# ---- design 1 ----
==> src/rtl/clock_pkg.sv <==
// Shared types and constants for the clock time-setting controller.
package clock_pkg;

  localparam int unsigned FIELD_W = 8;
  localparam int unsigned DISP_W  = 24;

  localparam logic [FIELD_W-1:0] MAX_HOURS  = 8'd23;
  localparam logic [FIELD_W-1:0] MAX_MINSEC = 8'd59;

  // Bit positions within blank_mask {hours, minutes, seconds}
  localparam int unsigned F_H = 2;
  localparam int unsigned F_M = 1;
  localparam int unsigned F_S = 0;

  typedef enum logic [2:0] {
    ST_RUN    = 3'd0,
    ST_EDIT_H = 3'd1,
    ST_EDIT_M = 3'd2,
    ST_EDIT_S = 3'd3,
    ST_COMMIT = 3'd4
  } state_t;

endpackage

==> src/rtl/clock_set_ctrl_if.sv <==
// Button / timekeeper / display signal bundle for clock_set_ctrl.
//   master : drives buttons and live time, observes controller outputs
//   slave  : the controller itself
interface clock_set_ctrl_if;
  logic        btn_mode;
  logic        btn_up;
  logic        btn_down;
  logic [7:0]  cur_hours;
  logic [7:0]  cur_minutes;
  logic [7:0]  cur_seconds;
  logic        run_en;
  logic        load;
  logic [7:0]  load_hours;
  logic [7:0]  load_minutes;
  logic [7:0]  load_seconds;
  logic        edit_active;
  logic [2:0]  blank_mask;
  logic [23:0] display_number;

  modport master (
    output btn_mode, btn_up, btn_down, cur_hours, cur_minutes, cur_seconds,
    input  run_en, load, load_hours, load_minutes, load_seconds,
           edit_active, blank_mask, display_number
  );

  modport slave (
    input  btn_mode, btn_up, btn_down, cur_hours, cur_minutes, cur_seconds,
    output run_en, load, load_hours, load_minutes, load_seconds,
           edit_active, blank_mask, display_number
  );
endinterface

==> src/rtl/clock_set_ctrl_bounded_field_reg.sv <==
// Edit register for one time field with wrap-around up/down.
//   clk, rst : clock, synchronous active-high reset
//   capture  : load cap_val (highest priority)
//   cap_val  : value to capture, accepted even if out of range
//   up, down : single-cycle adjust requests (up wins if both; caller masks)
//   value    : current field value
module bounded_field_reg #(
  parameter logic [7:0] MAX = 8'd59
) (
  input  logic       clk,
  input  logic       rst,
  input  logic       capture,
  input  logic [7:0] cap_val,
  input  logic       up,
  input  logic       down,
  output logic [7:0] value
);

  // Out-of-range captured values get normalised by the first adjust
  always_ff @(posedge clk) begin
    if (rst) begin
      value <= 8'd0;
    end else if (capture) begin
      value <= cap_val;
    end else if (up) begin
      value <= (value >= MAX) ? 8'd0 : value + 8'd1;
    end else if (down) begin
      value <= ((value == 8'd0) || (value > MAX)) ? MAX : value - 8'd1;
    end
  end

endmodule

==> src/rtl/clock_set_ctrl.sv <==
// Time-setting controller: freezes the timekeeper, edits h/m/s fields with
// up/down buttons, commits with a one-cycle load, drives blink mask and
// decimal-weighted display number.
//   clk, rst : clock, synchronous active-high reset
//   bus      : clock_set_ctrl_if slave (buttons, live time, load/display out)
module clock_set_ctrl
  import clock_pkg::*;
#(
  parameter int unsigned T_BLINK = 50_000_000,
  parameter int unsigned T_IDLE  = 1_000_000_000
) (
  input  logic            clk,
  input  logic            rst,
  clock_set_ctrl_if.slave bus
);

  localparam int unsigned BLINK_W = $clog2(T_BLINK);
  localparam int unsigned IDLE_W  = $clog2(T_IDLE);

  state_t               state;
  state_t               state_nxt;
  logic [BLINK_W-1:0]   blink_cnt;
  logic                 blink_phase;
  logic [IDLE_W-1:0]    idle_cnt;
  logic [FIELD_W-1:0]   edit_h;
  logic [FIELD_W-1:0]   edit_m;
  logic [FIELD_W-1:0]   edit_s;

  logic in_edit;
  logic btn_any;
  logic adj_ok;
  logic inc;
  logic dec;
  logic capture;
  logic idle_hit;
  logic blink_hit;
  logic blink_clr;

  assign in_edit   = (state == ST_EDIT_H) || (state == ST_EDIT_M) || (state == ST_EDIT_S);
  assign btn_any   = bus.btn_mode | bus.btn_up | bus.btn_down;
  // Mode wins over up/down; up and down together cancel
  assign adj_ok    = in_edit & ~bus.btn_mode & (bus.btn_up ^ bus.btn_down);
  assign inc       = adj_ok & bus.btn_up;
  assign dec       = adj_ok & bus.btn_down;
  assign capture   = (state == ST_RUN) & bus.btn_mode;
  assign idle_hit  = (idle_cnt == IDLE_W'(T_IDLE - 1));
  assign blink_hit = (blink_cnt == BLINK_W'(T_BLINK - 1));
  assign blink_clr = ~in_edit | bus.btn_mode | adj_ok;

  // State register
  always_ff @(posedge clk) begin
    if (rst) state <= ST_RUN;
    else     state <= state_nxt;
  end

  // Next-state logic; a button pulse in the same cycle pre-empts the timeout
  always_comb begin
    state_nxt = state;
    case (state)
      ST_RUN:    if (bus.btn_mode) state_nxt = ST_EDIT_H;
      ST_EDIT_H: if (bus.btn_mode) state_nxt = ST_EDIT_M;
                 else if (idle_hit && !btn_any) state_nxt = ST_RUN;
      ST_EDIT_M: if (bus.btn_mode) state_nxt = ST_EDIT_S;
                 else if (idle_hit && !btn_any) state_nxt = ST_RUN;
      ST_EDIT_S: if (bus.btn_mode) state_nxt = ST_COMMIT;
                 else if (idle_hit && !btn_any) state_nxt = ST_RUN;
      ST_COMMIT: state_nxt = ST_RUN;
      default:   state_nxt = ST_RUN;
    endcase
  end

  // Idle counter: runs only while editing, cleared by any button
  always_ff @(posedge clk) begin
    if (rst)                              idle_cnt <= '0;
    else if (!in_edit || btn_any || idle_hit) idle_cnt <= '0;
    else                                  idle_cnt <= idle_cnt + IDLE_W'(1);
  end

  // Blink counter/phase: restart visible on entry, field change or adjust
  always_ff @(posedge clk) begin
    if (rst) begin
      blink_cnt   <= '0;
      blink_phase <= 1'b0;
    end else if (blink_clr) begin
      blink_cnt   <= '0;
      blink_phase <= 1'b0;
    end else if (blink_hit) begin
      blink_cnt   <= '0;
      blink_phase <= ~blink_phase;
    end else begin
      blink_cnt   <= blink_cnt + BLINK_W'(1);
    end
  end

  bounded_field_reg #(.MAX(MAX_HOURS)) u_hours (
    .clk     (clk),
    .rst     (rst),
    .capture (capture),
    .cap_val (bus.cur_hours),
    .up      (inc && (state == ST_EDIT_H)),
    .down    (dec && (state == ST_EDIT_H)),
    .value   (edit_h)
  );

  bounded_field_reg #(.MAX(MAX_MINSEC)) u_minutes (
    .clk     (clk),
    .rst     (rst),
    .capture (capture),
    .cap_val (bus.cur_minutes),
    .up      (inc && (state == ST_EDIT_M)),
    .down    (dec && (state == ST_EDIT_M)),
    .value   (edit_m)
  );

  bounded_field_reg #(.MAX(MAX_MINSEC)) u_seconds (
    .clk     (clk),
    .rst     (rst),
    .capture (capture),
    .cap_val (bus.cur_seconds),
    .up      (inc && (state == ST_EDIT_S)),
    .down    (dec && (state == ST_EDIT_S)),
    .value   (edit_s)
  );

  // Output decode from registered state
  always_comb begin
    bus.run_en      = 1'b0;
    bus.load        = 1'b0;
    bus.edit_active = 1'b0;
    bus.blank_mask  = 3'b000;
    case (state)
      ST_RUN:    bus.run_en = 1'b1;
      ST_EDIT_H: begin
        bus.edit_active     = 1'b1;
        bus.blank_mask[F_H] = blink_phase;
      end
      ST_EDIT_M: begin
        bus.edit_active     = 1'b1;
        bus.blank_mask[F_M] = blink_phase;
      end
      ST_EDIT_S: begin
        bus.edit_active     = 1'b1;
        bus.blank_mask[F_S] = blink_phase;
      end
      ST_COMMIT: bus.load = 1'b1;
      default:   bus.run_en = 1'b1;
    endcase
  end

  assign bus.load_hours   = edit_h;
  assign bus.load_minutes = edit_m;
  assign bus.load_seconds = edit_s;

  // Decimal-weighted display value; live time while running, edit copy otherwise
  always_comb begin
    logic [FIELD_W-1:0] dh;
    logic [FIELD_W-1:0] dm;
    logic [FIELD_W-1:0] ds;
    dh = edit_h;
    dm = edit_m;
    ds = edit_s;
    if (state == ST_RUN) begin
      dh = bus.cur_hours;
      dm = bus.cur_minutes;
      ds = bus.cur_seconds;
    end
    bus.display_number = DISP_W'(dh) * DISP_W'(10000)
                       + DISP_W'(dm) * DISP_W'(100)
                       + DISP_W'(ds);
  end

endmodule

==> src/flat_wrapper.sv <==
// flat-port wrapper written by rule: the top's interface ports become plain ports
module clock_set_ctrl_flat import clock_pkg::*;
#(
  parameter int unsigned T_BLINK = 50_000_000,
  parameter int unsigned T_IDLE  = 1_000_000_000
)
  (clk, rst, bus_btn_mode, bus_btn_up, bus_btn_down, bus_cur_hours, bus_cur_minutes, bus_cur_seconds, bus_run_en, bus_load, bus_load_hours, bus_load_minutes, bus_load_seconds, bus_edit_active, bus_blank_mask, bus_display_number);
  clock_set_ctrl_if bus_i ();
  input  logic clk;
  input  logic rst;
  input wire logic [$bits(bus_i.btn_mode)-1:0] bus_btn_mode;
  input wire logic [$bits(bus_i.btn_up)-1:0] bus_btn_up;
  input wire logic [$bits(bus_i.btn_down)-1:0] bus_btn_down;
  input wire logic [$bits(bus_i.cur_hours)-1:0] bus_cur_hours;
  input wire logic [$bits(bus_i.cur_minutes)-1:0] bus_cur_minutes;
  input wire logic [$bits(bus_i.cur_seconds)-1:0] bus_cur_seconds;
  output wire logic [$bits(bus_i.run_en)-1:0] bus_run_en;
  output wire logic [$bits(bus_i.load)-1:0] bus_load;
  output wire logic [$bits(bus_i.load_hours)-1:0] bus_load_hours;
  output wire logic [$bits(bus_i.load_minutes)-1:0] bus_load_minutes;
  output wire logic [$bits(bus_i.load_seconds)-1:0] bus_load_seconds;
  output wire logic [$bits(bus_i.edit_active)-1:0] bus_edit_active;
  output wire logic [$bits(bus_i.blank_mask)-1:0] bus_blank_mask;
  output wire logic [$bits(bus_i.display_number)-1:0] bus_display_number;
  assign bus_i.btn_mode = bus_btn_mode;
  assign bus_i.btn_up = bus_btn_up;
  assign bus_i.btn_down = bus_btn_down;
  assign bus_i.cur_hours = bus_cur_hours;
  assign bus_i.cur_minutes = bus_cur_minutes;
  assign bus_i.cur_seconds = bus_cur_seconds;
  assign bus_run_en = bus_i.run_en;
  assign bus_load = bus_i.load;
  assign bus_load_hours = bus_i.load_hours;
  assign bus_load_minutes = bus_i.load_minutes;
  assign bus_load_seconds = bus_i.load_seconds;
  assign bus_edit_active = bus_i.edit_active;
  assign bus_blank_mask = bus_i.blank_mask;
  assign bus_display_number = bus_i.display_number;
  clock_set_ctrl #(.T_BLINK(T_BLINK), .T_IDLE(T_IDLE)) u_core (.clk(clk), .rst(rst), .bus(bus_i));
endmodule
==> config.mk <==
export PLATFORM = sky130hd
export DESIGN_NAME = clock_set_ctrl_flat
export DESIGN_NICKNAME = d
export VERILOG_FILES = /design/src/rtl/clock_pkg.sv /design/src/rtl/clock_set_ctrl_if.sv /design/src/rtl/clock_set_ctrl_bounded_field_reg.sv /design/src/rtl/clock_set_ctrl.sv /design/src/flat_wrapper.sv
export SDC_FILE = /design/constraint.sdc
export NUM_CORES = 1
export LEC_CHECK = 0
export CORE_ASPECT_RATIO = 0.8
export CORE_MARGIN = 10
export CORE_UTILIZATION = 40
export CTS_BUF_LIST = sky130_fd_sc_hd__clkbuf_8
export DETAILED_ROUTE_END_ITERATION = 10
export SLEW_MARGIN = 10
export SYNTH_ARGS = -nofsm -noshare
export SYNTH_HDL_FRONTEND = slang
export SYNTH_SLANG_ARGS = --single-unit
==> constraint.sdc <==
create_clock -name clk -period 15.75 [get_ports clk]
set_input_delay 3.15 -clock clk [delete_from_list [all_inputs] [get_ports clk]]
set_output_delay 3.15 -clock clk [all_outputs]
set_load 0.02 [all_outputs]
# ---- design 2 ----
==> config.mk <==
export PLATFORM = sky130hd
export DESIGN_NAME = ps2_rx_fifo
export DESIGN_NICKNAME = d
export VERILOG_FILES = /design/src/rtl/ps2_pkg.sv /design/src/rtl/ps2_byte_fifo.sv /design/src/rtl/ps2_rx_fifo.sv
export SDC_FILE = /design/constraint.sdc
export NUM_CORES = 1
export LEC_CHECK = 0
export CORE_MARGIN = 5
export CORE_UTILIZATION = 55
export CTS_CLUSTER_DIAMETER = 200
export DETAILED_ROUTE_END_ITERATION = 10
export GPL_TIMING_DRIVEN = 0
export PLACE_DENSITY = 0.72
export SETUP_SLACK_MARGIN = 0.02
export SLEW_MARGIN = 10
export SYNTH_ARGS = -nofsm -noshare
export SYNTH_HDL_FRONTEND = slang
export SYNTH_SLANG_ARGS = --single-unit
==> constraint.sdc <==
create_clock -name clk -period 2.93 [get_ports clk]
set_input_delay 0.4395 -clock clk [delete_from_list [all_inputs] [get_ports clk]]
set_output_delay 0.4395 -clock clk [all_outputs]
set_load 0.03 [all_outputs]
==> src/rtl/ps2_pkg.sv <==
`default_nettype none
// ps2_pkg: PS/2 receive FSM encoding, frame constants and the parity helper
// used by the receiver and its byte FIFO.
package ps2_pkg;

  localparam int DATA_BITS  = 8;
  localparam int FRAME_BITS = 11;

  typedef enum logic [1:0] {
    ST_IDLE   = 2'd0,
    ST_DATA   = 2'd1,
    ST_PARITY = 2'd2,
    ST_STOP   = 2'd3
  } ps2_state_e;

  // PS/2 uses odd parity: data bits plus parity bit hold an odd number of ones.
  function automatic logic odd_parity_ok(input logic [DATA_BITS-1:0] data, input logic par);
    return ^{data, par};
  endfunction

endpackage
`default_nettype wire

==> src/rtl/ps2_byte_fifo.sv <==
`default_nettype none
// ps2_byte_fifo: first-word-fall-through byte FIFO; a pop frees room for a
// push in the same cycle, and a pop is ignored while empty.
module ps2_byte_fifo
  import ps2_pkg::*;
#(
  parameter int DEPTH = 16
) (
  input  logic                   clk_i,
  input  logic                   reset_i,
  input  logic                   push_i,
  input  logic [DATA_BITS-1:0]   data_i,
  input  logic                   pop_i,
  output logic [DATA_BITS-1:0]   data_o,
  output logic                   full_o,
  output logic                   empty_o,
  output logic [$clog2(DEPTH):0] count_o
);

  localparam int AW = $clog2(DEPTH);
  localparam logic [AW:0] FULL_CNT = (AW+1)'(DEPTH);

  logic [DATA_BITS-1:0] mem_q [DEPTH];
  logic [AW-1:0]        wr_ptr_q, rd_ptr_q;
  logic [AW:0]          count_q;
  logic                 do_push, do_pop;

  assign full_o  = (count_q == FULL_CNT);
  assign empty_o = (count_q == '0);
  assign do_pop  = pop_i && !empty_o;
  assign do_push = push_i && (!full_o || do_pop);

  always_ff @(posedge clk_i or posedge reset_i) begin
    if (reset_i) begin
      wr_ptr_q <= '0;
      rd_ptr_q <= '0;
      count_q  <= '0;
    end else begin
      if (do_push) wr_ptr_q <= wr_ptr_q + 1'b1;
      if (do_pop)  rd_ptr_q <= rd_ptr_q + 1'b1;
      case ({do_push, do_pop})
        2'b10:   count_q <= count_q + 1'b1;
        2'b01:   count_q <= count_q - 1'b1;
        default: count_q <= count_q;
      endcase
    end
  end

  always_ff @(posedge clk_i) begin
    if (do_push) mem_q[wr_ptr_q] <= data_i;
  end

  // Storage is not reset, so the head is masked to zero while empty.
  assign data_o  = empty_o ? '0 : mem_q[rd_ptr_q];
  assign count_o = count_q;

endmodule
`default_nettype wire

==> src/rtl/ps2_rx_fifo.sv <==
`default_nettype none
// ps2_rx_fifo: PS/2 device-to-host frame receiver with glitch-filtered clock,
// frame timeout, error pulses and a byte FIFO with sticky overflow.
module ps2_rx_fifo
  import ps2_pkg::*;
#(
  parameter int DEPTH       = 16,
  parameter int FILTER_LEN  = 4,
  parameter int TIMEOUT_CYC = 50000
) (
  input  logic                   clk,
  input  logic                   reset,
  input  logic                   ps2Clk,
  input  logic                   ps2Dat,
  input  logic                   rdEn,
  input  logic                   clrOverflow,
  output logic [DATA_BITS-1:0]   dataOut,
  output logic                   notEmpty,
  output logic [$clog2(DEPTH):0] count,
  output logic                   parityErr,
  output logic                   frameErr,
  output logic                   overflow
);

  localparam int FW = $clog2(FILTER_LEN + 1);
  localparam logic [FW-1:0] FILT_LAST = FW'(FILTER_LEN - 1);
  localparam int TW = $clog2(TIMEOUT_CYC + 1);
  localparam logic [TW-1:0] TO_LAST = TW'(TIMEOUT_CYC - 1);
  localparam logic [2:0] LAST_BIT = 3'(DATA_BITS - 1);

  logic [1:0]           clk_sync_q, dat_sync_q;
  logic                 clk_lvl_q;
  logic [FW-1:0]        filt_cnt_q;
  logic                 clk_s, dat_s, bit_edge;
  ps2_state_e           state_q;
  logic [2:0]           bit_cnt_q;
  logic [DATA_BITS-1:0] shift_q;
  logic                 par_q;
  logic [TW-1:0]        to_cnt_q;
  logic                 parity_err_q, frame_err_q, overflow_q;
  logic                 push, fifo_full, fifo_empty;

  assign clk_s = clk_sync_q[1];
  assign dat_s = dat_sync_q[1];

  always_ff @(posedge clk or posedge reset) begin
    if (reset) begin
      clk_sync_q <= '0;
      dat_sync_q <= '0;
      clk_lvl_q  <= 1'b0;
      filt_cnt_q <= '0;
    end else begin
      clk_sync_q <= {clk_sync_q[0], ps2Clk};
      dat_sync_q <= {dat_sync_q[0], ps2Dat};
      if (clk_s != clk_lvl_q) begin
        if (filt_cnt_q == FILT_LAST) begin
          clk_lvl_q  <= clk_s;
          filt_cnt_q <= '0;
        end else begin
          filt_cnt_q <= filt_cnt_q + 1'b1;
        end
      end else begin
        filt_cnt_q <= '0;
      end
    end
  end

  // Edge fires in the cycle the filtered level is about to fall, so latency is fixed.
  assign bit_edge = clk_lvl_q && !clk_s && (filt_cnt_q == FILT_LAST);
  assign push     = (state_q == ST_STOP) && bit_edge && dat_s && odd_parity_ok(shift_q, par_q);

  always_ff @(posedge clk or posedge reset) begin
    if (reset) begin
      state_q      <= ST_IDLE;
      bit_cnt_q    <= '0;
      shift_q      <= '0;
      par_q        <= 1'b0;
      to_cnt_q     <= '0;
      parity_err_q <= 1'b0;
      frame_err_q  <= 1'b0;
    end else begin
      parity_err_q <= 1'b0;
      frame_err_q  <= 1'b0;
      if (state_q == ST_IDLE || bit_edge) to_cnt_q <= '0;
      else if (to_cnt_q != TO_LAST)       to_cnt_q <= to_cnt_q + 1'b1;

      case (state_q)
        ST_IDLE: if (bit_edge && !dat_s) begin
          state_q   <= ST_DATA;
          bit_cnt_q <= '0;
        end
        ST_DATA: if (bit_edge) begin
          shift_q   <= {dat_s, shift_q[DATA_BITS-1:1]};
          bit_cnt_q <= bit_cnt_q + 1'b1;
          if (bit_cnt_q == LAST_BIT) state_q <= ST_PARITY;
        end
        ST_PARITY: if (bit_edge) begin
          par_q   <= dat_s;
          state_q <= ST_STOP;
        end
        ST_STOP: if (bit_edge) begin
          state_q <= ST_IDLE;
          if (!dat_s)                              frame_err_q  <= 1'b1;
          else if (!odd_parity_ok(shift_q, par_q)) parity_err_q <= 1'b1;
        end
        default: state_q <= ST_IDLE;
      endcase

      if (state_q != ST_IDLE && !bit_edge && to_cnt_q == TO_LAST) begin
        state_q     <= ST_IDLE;
        frame_err_q <= 1'b1;
      end
    end
  end

  always_ff @(posedge clk or posedge reset) begin
    if (reset)                                  overflow_q <= 1'b0;
    else if (push && fifo_full && !(rdEn && !fifo_empty)) overflow_q <= 1'b1;
    else if (clrOverflow)                       overflow_q <= 1'b0;
  end

  ps2_byte_fifo #(.DEPTH(DEPTH)) u_fifo (
    .clk_i   (clk),
    .reset_i (reset),
    .push_i  (push),
    .data_i  (shift_q),
    .pop_i   (rdEn),
    .data_o  (dataOut),
    .full_o  (fifo_full),
    .empty_o (fifo_empty),
    .count_o (count)
  );

  assign notEmpty  = !fifo_empty;
  assign parityErr = parity_err_q;
  assign frameErr  = frame_err_q;
  assign overflow  = overflow_q;

endmodule
`default_nettype wire

# ---- design 3 ----
`src/rtl/alu_arbiter.sv`:
```
// Round-robin arbiter sharing one fixed-latency pipelined ALU among N requesters.
// Each issued op carries its requester ID down a tag pipe so the result is returned tagged.
module alu_arbiter #(
    parameter int N       = 4,
    parameter int W       = 32,
    parameter int OPW     = 4,
    parameter int ALU_LAT = 1,
    parameter int IDW     = 2
) (
    input  logic               clk,
    input  logic               rst,
    input  logic [N-1:0]       cfg_mask,
    input  logic [N-1:0]       req_valid,
    output logic [N-1:0]       req_ready,
    input  logic [N*OPW-1:0]   req_op,
    input  logic [N*W-1:0]     req_a,
    input  logic [N*W-1:0]     req_b,
    output logic               alu_valid,
    output logic [OPW-1:0]     alu_op,
    output logic [W-1:0]       alu_a,
    output logic [W-1:0]       alu_b,
    input  logic [W-1:0]       alu_result,
    output logic               rsp_valid,
    output logic [IDW-1:0]     rsp_id,
    output logic [W-1:0]       rsp_data
);

    localparam int IW = IDW + 1;
    localparam logic [IW-1:0] NW = IW'(N);

    logic [IDW-1:0] ptr_q, ptr_d;
    logic [N-1:0]   elig;
    logic           grant_found;
    logic [IDW-1:0] grant_id;
    logic [IW-1:0]  idx_w;
    logic [IW-1:0]  nxt_w;
    logic           hs;

    logic [OPW-1:0] sel_op;
    logic [W-1:0]   sel_a, sel_b;

    logic           alu_valid_q;
    logic [OPW-1:0] alu_op_q;
    logic [W-1:0]   alu_a_q, alu_b_q;

    logic [ALU_LAT:0] tag_v_q;
    logic [IDW-1:0]   tag_id_q [ALU_LAT+1];

    logic           rsp_valid_q;
    logic [IDW-1:0] rsp_id_q;
    logic [W-1:0]   rsp_data_q;

    assign elig = req_valid & cfg_mask;

    // Search ptr, ptr+1, ... modulo N; the first eligible requester wins.
    always_comb begin
        grant_found = 1'b0;
        grant_id    = '0;
        idx_w       = '0;
        for (int k = 0; k < N; k++) begin
            idx_w = {1'b0, ptr_q} + IW'(k);
            if (idx_w >= NW) begin
                idx_w = idx_w - NW;
            end
            if (!grant_found && elig[idx_w[IDW-1:0]]) begin
                grant_found = 1'b1;
                grant_id    = idx_w[IDW-1:0];
            end
        end
    end

    assign hs = grant_found & ~rst;

    always_comb begin
        req_ready = '0;
        sel_op    = '0;
        sel_a     = '0;
        sel_b     = '0;
        for (int i = 0; i < N; i++) begin
            if (grant_id == IDW'(i)) begin
                req_ready[i] = hs;
                sel_op       = req_op[i*OPW +: OPW];
                sel_a        = req_a[i*W +: W];
                sel_b        = req_b[i*W +: W];
            end
        end
    end

    always_comb begin
        nxt_w = {1'b0, grant_id} + IW'(1);
        if (nxt_w >= NW) begin
            nxt_w = '0;
        end
        ptr_d = hs ? nxt_w[IDW-1:0] : ptr_q;
    end

    always_ff @(posedge clk) begin
        if (rst) begin
            ptr_q       <= '0;
            alu_valid_q <= 1'b0;
            alu_op_q    <= '0;
            alu_a_q     <= '0;
            alu_b_q     <= '0;
            tag_v_q     <= '0;
            for (int s = 0; s <= ALU_LAT; s++) begin
                tag_id_q[s] <= '0;
            end
            rsp_valid_q <= 1'b0;
            rsp_id_q    <= '0;
            rsp_data_q  <= '0;
        end else begin
            ptr_q       <= ptr_d;
            alu_valid_q <= hs;
            if (hs) begin
                alu_op_q <= sel_op;
                alu_a_q  <= sel_a;
                alu_b_q  <= sel_b;
            end
            tag_v_q[0]  <= hs;
            tag_id_q[0] <= grant_id;
            for (int s = 1; s <= ALU_LAT; s++) begin
                tag_v_q[s]  <= tag_v_q[s-1];
                tag_id_q[s] <= tag_id_q[s-1];
            end
            // Last tag stage lines up with the cycle alu_result is valid.
            rsp_valid_q <= tag_v_q[ALU_LAT];
            if (tag_v_q[ALU_LAT]) begin
                rsp_id_q   <= tag_id_q[ALU_LAT];
                rsp_data_q <= alu_result;
            end
        end
    end

    assign alu_valid = alu_valid_q;
    assign alu_op    = alu_op_q;
    assign alu_a     = alu_a_q;
    assign alu_b     = alu_b_q;
    assign rsp_valid = rsp_valid_q;
    assign rsp_id    = rsp_id_q;
    assign rsp_data  = rsp_data_q;

endmodule
```
`config.mk`:
```
export PLATFORM = sky130hd
export DESIGN_NAME = alu_arbiter
export DESIGN_NICKNAME = d
export VERILOG_FILES = /design/src/rtl/alu_arbiter.sv
export SDC_FILE = /design/constraint.sdc
export NUM_CORES = 1
export LEC_CHECK = 0
export CAP_MARGIN = 20
export CORE_AREA = 3 3 162 164
export DETAILED_ROUTE_END_ITERATION = 12
export DIE_AREA = 0 0 165 167
export PLACE_DENSITY = 0.65
export SYNTH_ARGS = -nofsm -noshare
export SYNTH_HDL_FRONTEND = slang
export SYNTH_SLANG_ARGS = --single-unit
export TNS_END_PERCENT = 50
```
`constraint.sdc`:
```
create_clock -name clk -period 8.1 [get_ports clk]
set_input_delay 1.215 -clock clk [delete_from_list [all_inputs] [get_ports clk]]
set_output_delay 1.215 -clock clk [all_outputs]
set_load 0.01 [all_outputs]
```

==> notes/layouts.md <==
Pictures saved along the way, in no particular order.

Pin placement.
Pins as bars across the die edge, other pins in gray.
shot_01.png
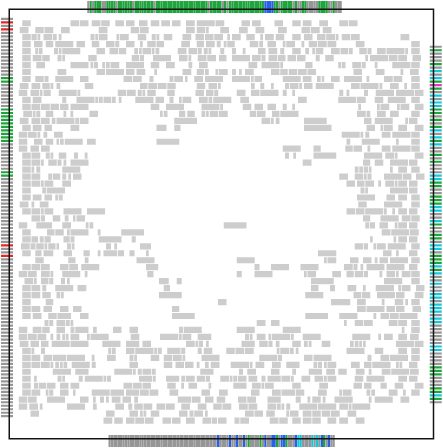
shot_02.png
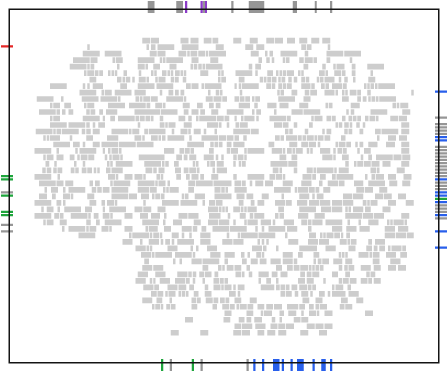
shot_03.png
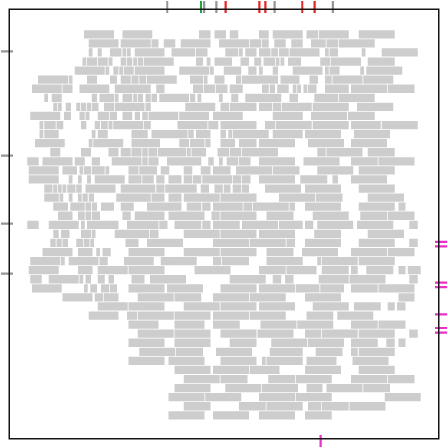
Design 3 is shot_01.png.
Design 2 is shot_03.png.
Design 1 is shot_02.png.

Key to shot_01.png:
Key: `req_valid` = red [pins 4, direction input, edge left]; `req_b` = green [pins 128, direction input, edge 80 top, 29 right, 14 left, 5 bottom]; `req_op` = blue [pins 16, direction input, edge 12 bottom, 4 top]; `rsp_data` = cyan [pins 32, direction output, edge 28 right, 4 bottom]; `clk` = magenta [pins 1, direction input, edge right]
All pins by edge: 115 left, 108 top, 103 right, 96 bottom.

Fig. 1: design 1, wiring by layer
Bar = 50 microns.
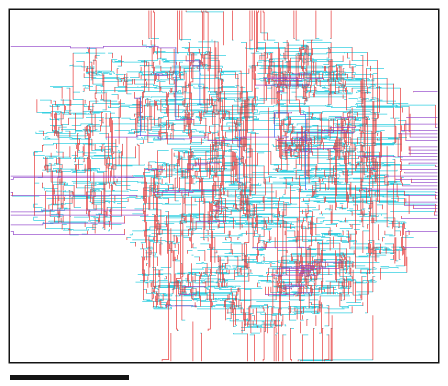
Key: met2 = red [wire length 8820 microns]; met4 = blue [wire length 127 microns]; met1 = cyan [wire length 10700 microns]; met3 = purple [wire length 1410 microns]

Fig. 2: design 1, congestion heat map
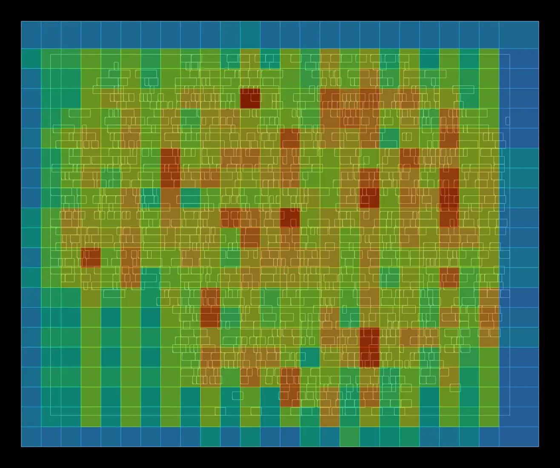
most utilized layer in the global route result: met1
post-route core utilization: 47.0%
global-route total usage across every layer: 15.4%
global-route met1 utilization: 22.6%
met3 Track Usage GR: 3.90%

==> flow_summary.ini, design 1 <==
; synthesis and place-and-route metrics
[routing]
ant_nets = 0
via_count = 7305
finalWirelength_microns = 21100

[critical_path]
critical_path.startpoint_type = input pin
critPathBufInv = 4
critical_path.reg2reg.startpoint = u_core.state[2]

[cells_and_area]
layout-drive-gt1-share_pct = 5.13
number_of_flip_flops_and_latches = 84
instances_no_fill = 1356
antenna_cells_inserted = 0

[status]
run_status = finished clean

[sta]
fin_crit_sh_pct = 81.2
max_slew_margin_pct = 28.6
slew_at_the_pin_closest_to_its_max_slew_limit_ps = 1070

[synthesis]
synth_flop_count = 84
mappedNetlistNets = 1173

[grt]
grt_pass1_wl_microns = 34100

[clock_tree]
cts_hold_buffers = 0
cts_tree = yes

[die]
fp.coreArea_sq_mm = 0.0199

[pwr]
power.clock.fraction_pct = 8.9
powerDensity_mw_per_mm2 = 219
power.switching_mw = 1.01

[placed_design]
dp_hpwl_microns = 16600
-- design 1: per-layer routing --
layer / vias to the layer above / part of all wire [%] / global-route usage (%)
met5: - / 0 / 0
met4: 0 / 0.60 / 2.09
met2: 165 / 42 / 22.5
met1: 3379 / 51 / 22.6
li1: 3749 / - / -
met3: 12 / 6.7 / 3.90
-- design 1: power groups by stage --
| stage | registers, mW | logic [mW] | clock network, mW |
|---|---|---|---|
| finish | 0.241 | 1.62 | 0.181 |
| global route | 0.244 | 1.77 | 0.197 |
| CTS | 0.241 | 1.64 | 0.186 |
| detailed placement | 0.246 | 1.63 | 0 |
| global placement | 0.246 | 1.62 | 0 |
| floorplan | 0.241 | 1.13 | 0 |
-- design 1: sequential cells by signal (all words and copies together) (netlist names) --
register                cells
u_core.idle_cnt            30
u_core.blink_cnt           26
u_core.u_hours.value        8
u_core.u_minutes.value      8
u_core.u_seconds.value      8
u_core.state                3
u_core.blink_phase          1
-- design 1: logic make-up after synthesis --
kind of cell    after synthesis  synth area share, %
simple gates                400                 24.6
compound gates              196                 16.4
buf+inv                     117                 5.56
mux                          21                 2.79
xor+xnor                    111                 12.0
fa+ha+maj                   107                 18.0
other cells                   1               0.0462
flops                        84                 20.7
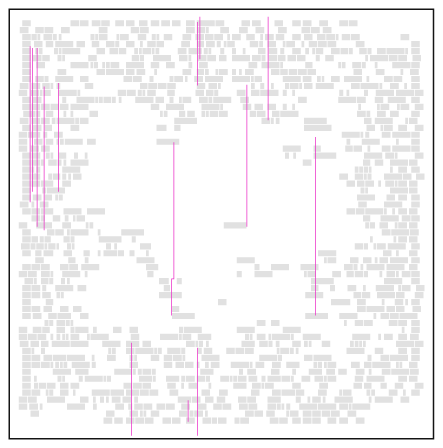
Fig. 3. Signal wires on met4 (design 3).
Cells faint in the background.
13 nets have wire on it. The layer carries 635 microns of wire. The longest straight run is 69.4 microns. The wires run mostly vertical. The layer holds 2.5% of the routed length.

Fig. 4: design 3, clock wires, drivers and flops
Bar = 50 microns.
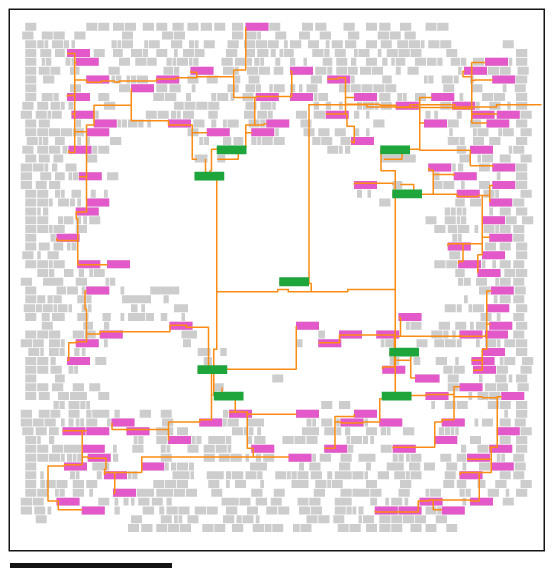
Key: flip-flops = magenta [count 111]; clock wires = orange [length 1690 microns]; cells driving clock nets = green [count 9]
Position of the flops: spread over the die.

==> flow_summary.ini, design 3 <==
; synthesis and place-and-route metrics
[worst_hold_path]
worstHoldPathCells = 1
hp-start = tag_id_q[0][1]
worstHoldPathType = flop to flop

[synthesis]
synth.yosys.num_cells = 703
syn_area_sq_mm = 0.00587
synthDominantAreaCellType = dfxtp_1
ys_seq_share_pct = 37.8
postSynthCellCount = 703
synthesis.area_per_instance_sq_um = 8.35
synth.distinct_cells = 25
mappedNetlistNets = 1021

[critical_path]
master_of_the_slowest_instance_on_the_critical_path = nand3_4
critical_path.reg2reg.startpoint = ptr_q[1]
crit_path_max_incr_delay_ps = 780
crit_cells = 7
crit_family = simple AND/OR/NAND/NOR gates
worst_setup_path_startpoint = cfg_mask[1]
worst_setup_path_end_kind = primary output

[pwr]
powerDensity_mw_per_mm2 = 191
p_leak_nw = 4.05

[grt]
pin_count_of_the_biggest_net_entering_global_routing = 77

[placed_design]
pre_cts_ws_ps = 2060

[cells_and_area]
nonClockInverterCount = 69
biggestCellCategory = non-clock buffers
layout.nets = 1383
ff_latch_area_sq_mm = 0.00222
mi_logic_area_sq_mm = 0.00310
area.growth.synth_to_final_pct = 80.0
number_of_flip_flops_and_latches = 111
final_cell_area_sq_mm = 0.0106

[clock_tree]
cts_tree = yes
post_cts.repair.setup_buffers = 0
cts_resized = 0

[routing]
first_pass_iters = 6
drt_iter0_markers = 378
post_drt_wl_per_cell_microns = 18.1
via_count = 6804

[die]
die_h_microns = 167
placementRows = 58
fp.coreArea_sq_mm = 0.0250

[job]
openroad.warnings = 29

[status]
run_status = finished clean

[sta]
max_freq_mhz = 168
slew_at_the_pin_closest_to_its_max_slew_limit_ps = 1110
report.final.hold_viol_count = 0
fin_worst_hold_slack_ps = 459
[design 3: per-layer routing]
layer | vias to the layer above | routed length [microns] | GRT usage (%)
li1 | 3313 | - | -
met1 | 3144 | 10000 | 20.7
met2 | 314 | 12500 | 29.9
met3 | 33 | 2210 | 4.20
met4 | 0 | 635 | 5.47
met5 | - | 0 | 0
[design 3: report_power, final]
part,internal (mW),switching [mW]
combinational,0.474,0.402
clock,0.247,0.229
sequential,0.620,0.0470
total,1.34,0.679
[design 3: kinds of logic (layout without fill, tap and decap cells)]
| kind of cell | Yosys count | in the layout | synth area share [%] |
|---|---|---|---|
| AOI/OAI and AO/OA | 213 | 213 | 30.7 |
| adders and majority gates | 4 | 4 | 0.852 |
| buffers and inverters | 146 | 513 | 10.2 |
| DFF | 111 | 111 | 37.8 |
| muxes | 34 | 34 | 5.79 |
| and+or+nand+nor | 195 | 195 | 14.6 |
[design 3: state kept, by name, summed over array words and instances, names as in the netlist]
register	flops
alu_b	32
alu_a	32
rsp_id	2
rsp_data	32
ptr_q	2
tag_v_q	2
alu_op	4
rsp_valid	1
tag_id_q	4
Fig. 5: design 2, clock wires, drivers and flops
Bar = 50 microns.
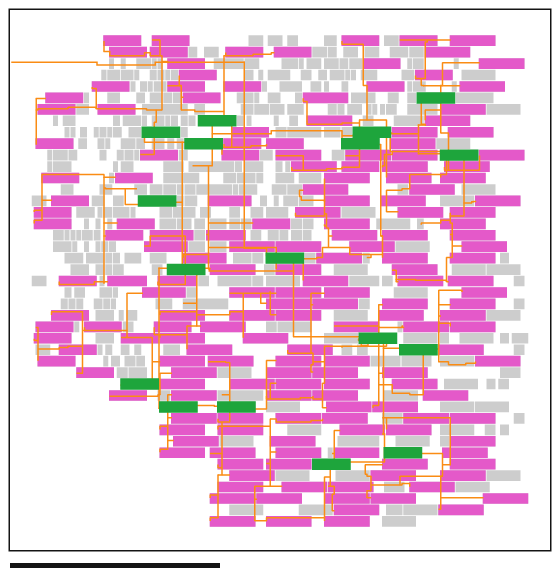
Key: clock wires = orange [length 1950 microns]; cells driving clock nets = green [count 17]; flip-flops = magenta [count 182]
Position of the flops: spread over the die. There are 18 routed clock nets.

==> flow_summary.ini, design 2 <==
; synthesis and place-and-route metrics
[status]
run_status = finished clean

[pwr]
p_leak_nw = 3.14
seq-power_mw = 3.02
power.switching_mw = 2.09

[routing]
via_per_inst = 5.93

[worst_hold_path]
worstHoldPathType = flop to flop

[critical_path]
master_of_the_slowest_instance_on_the_critical_path = mux4_2
path_common_cell = mux4_2
cp_max_fo = 8
crit_family = multiplexers

[cells_and_area]
bufAreaShareNonClock_pct = 6.23

[grt]
pin_count_of_the_biggest_net_entering_global_routing = 31
grt_pass1_wl_microns = 24600

[clock_tree]
worstSkewPairLatency_ps = 420
cts_tree = yes
clock_tree.htree_level_count = 4
cts.root.buffer_cell = clkbuf_16

[synthesis]
synth.yosys.num_cells = 461

[sta]
setup_slack_ps = 7.46

[die]
core_util_floorplan_pct = 55.7
design 2: Yosys cell counts, types with 2 or more instances:
library cell,number
edfxtp_1,128
dfrtp_1,54
mux4_2,40
nor2_1,21
inv_1,16
nand2_1,16
ha_1,15
nand3_1,15
xnor2_1,15
and2_1,14
clkbuf_1,11
a21oi_1,10
mux2_2,10
xor2_1,10
nor2b_1,9
o21ai_0,9
nor3_1,6
and3_1,5
and4_1,5
mux2i_1,5
nand4_1,5
nor3b_1,4
or3_1,4
buf_1,3
buf_2,3
nor4_1,3
nor4b_1,3
o22ai_1,3
nor4bb_1,2
or4_1,2
design 2: worst reg2reg max path: cells and delay by family, from the launching register on:
| kind | cells | cell delay, ps |
|---|---|---|
| AOI/OAI and AO/OA | 1 | 250 |
| xor gates and xnor gates | 3 | 750 |
| adders and majority gates | 1 | 220 |
| DFF | 1 | 490 |
| muxes | 1 | 350 |
| and+or+nand+nor | 2 | 660 |
design 2: layer usage:
metal | wire [microns] | share of wire, % | vias up
met2 | 8350 | 53 | 99
met4 | 231 | 1.5 | 0
met1 | 6360 | 41 | 2227
met3 | 731 | 4.7 | 19
li1 | - | - | 1898
met5 | 0 | 0 | -


## Gallery

Register map, names as in the netlist.
Other sequential cells in the stronger gray, the rest of the logic in the fainter gray.
(a)
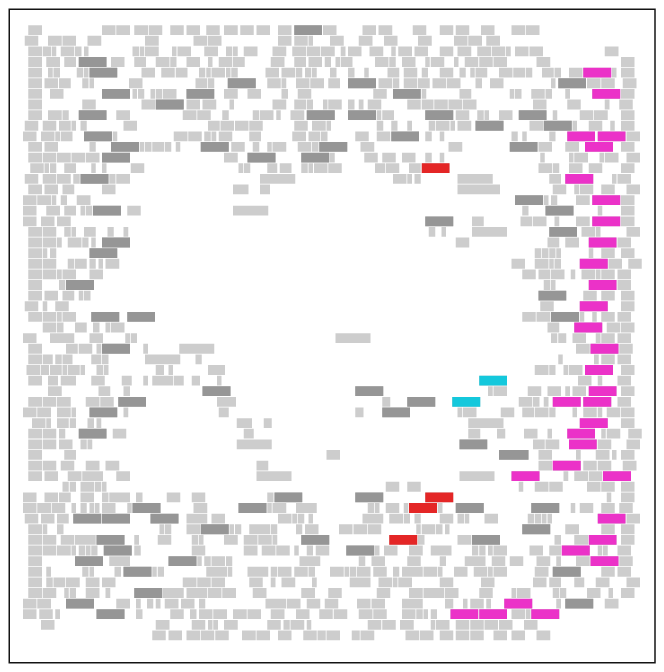
(b)
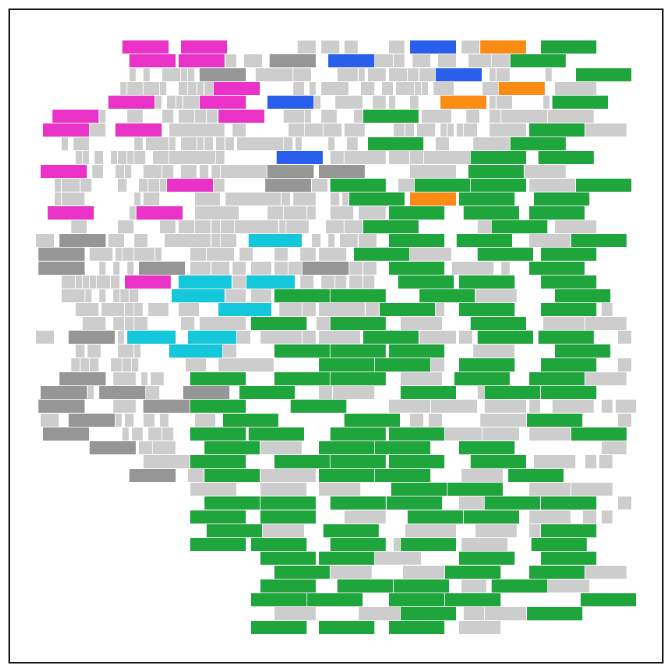
(c)
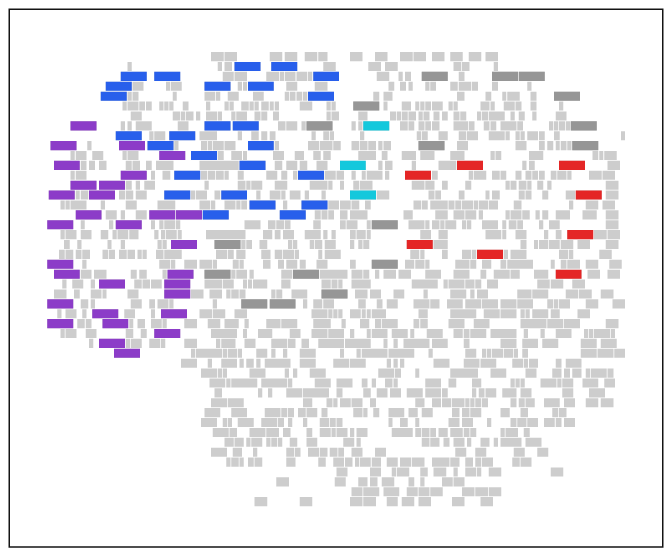
The one with the fewest sequential cells is (c).
Design 1 is (c).
Design 2 is (b).
Design 3 is (a).

Power and IR drop assume default switching activity.
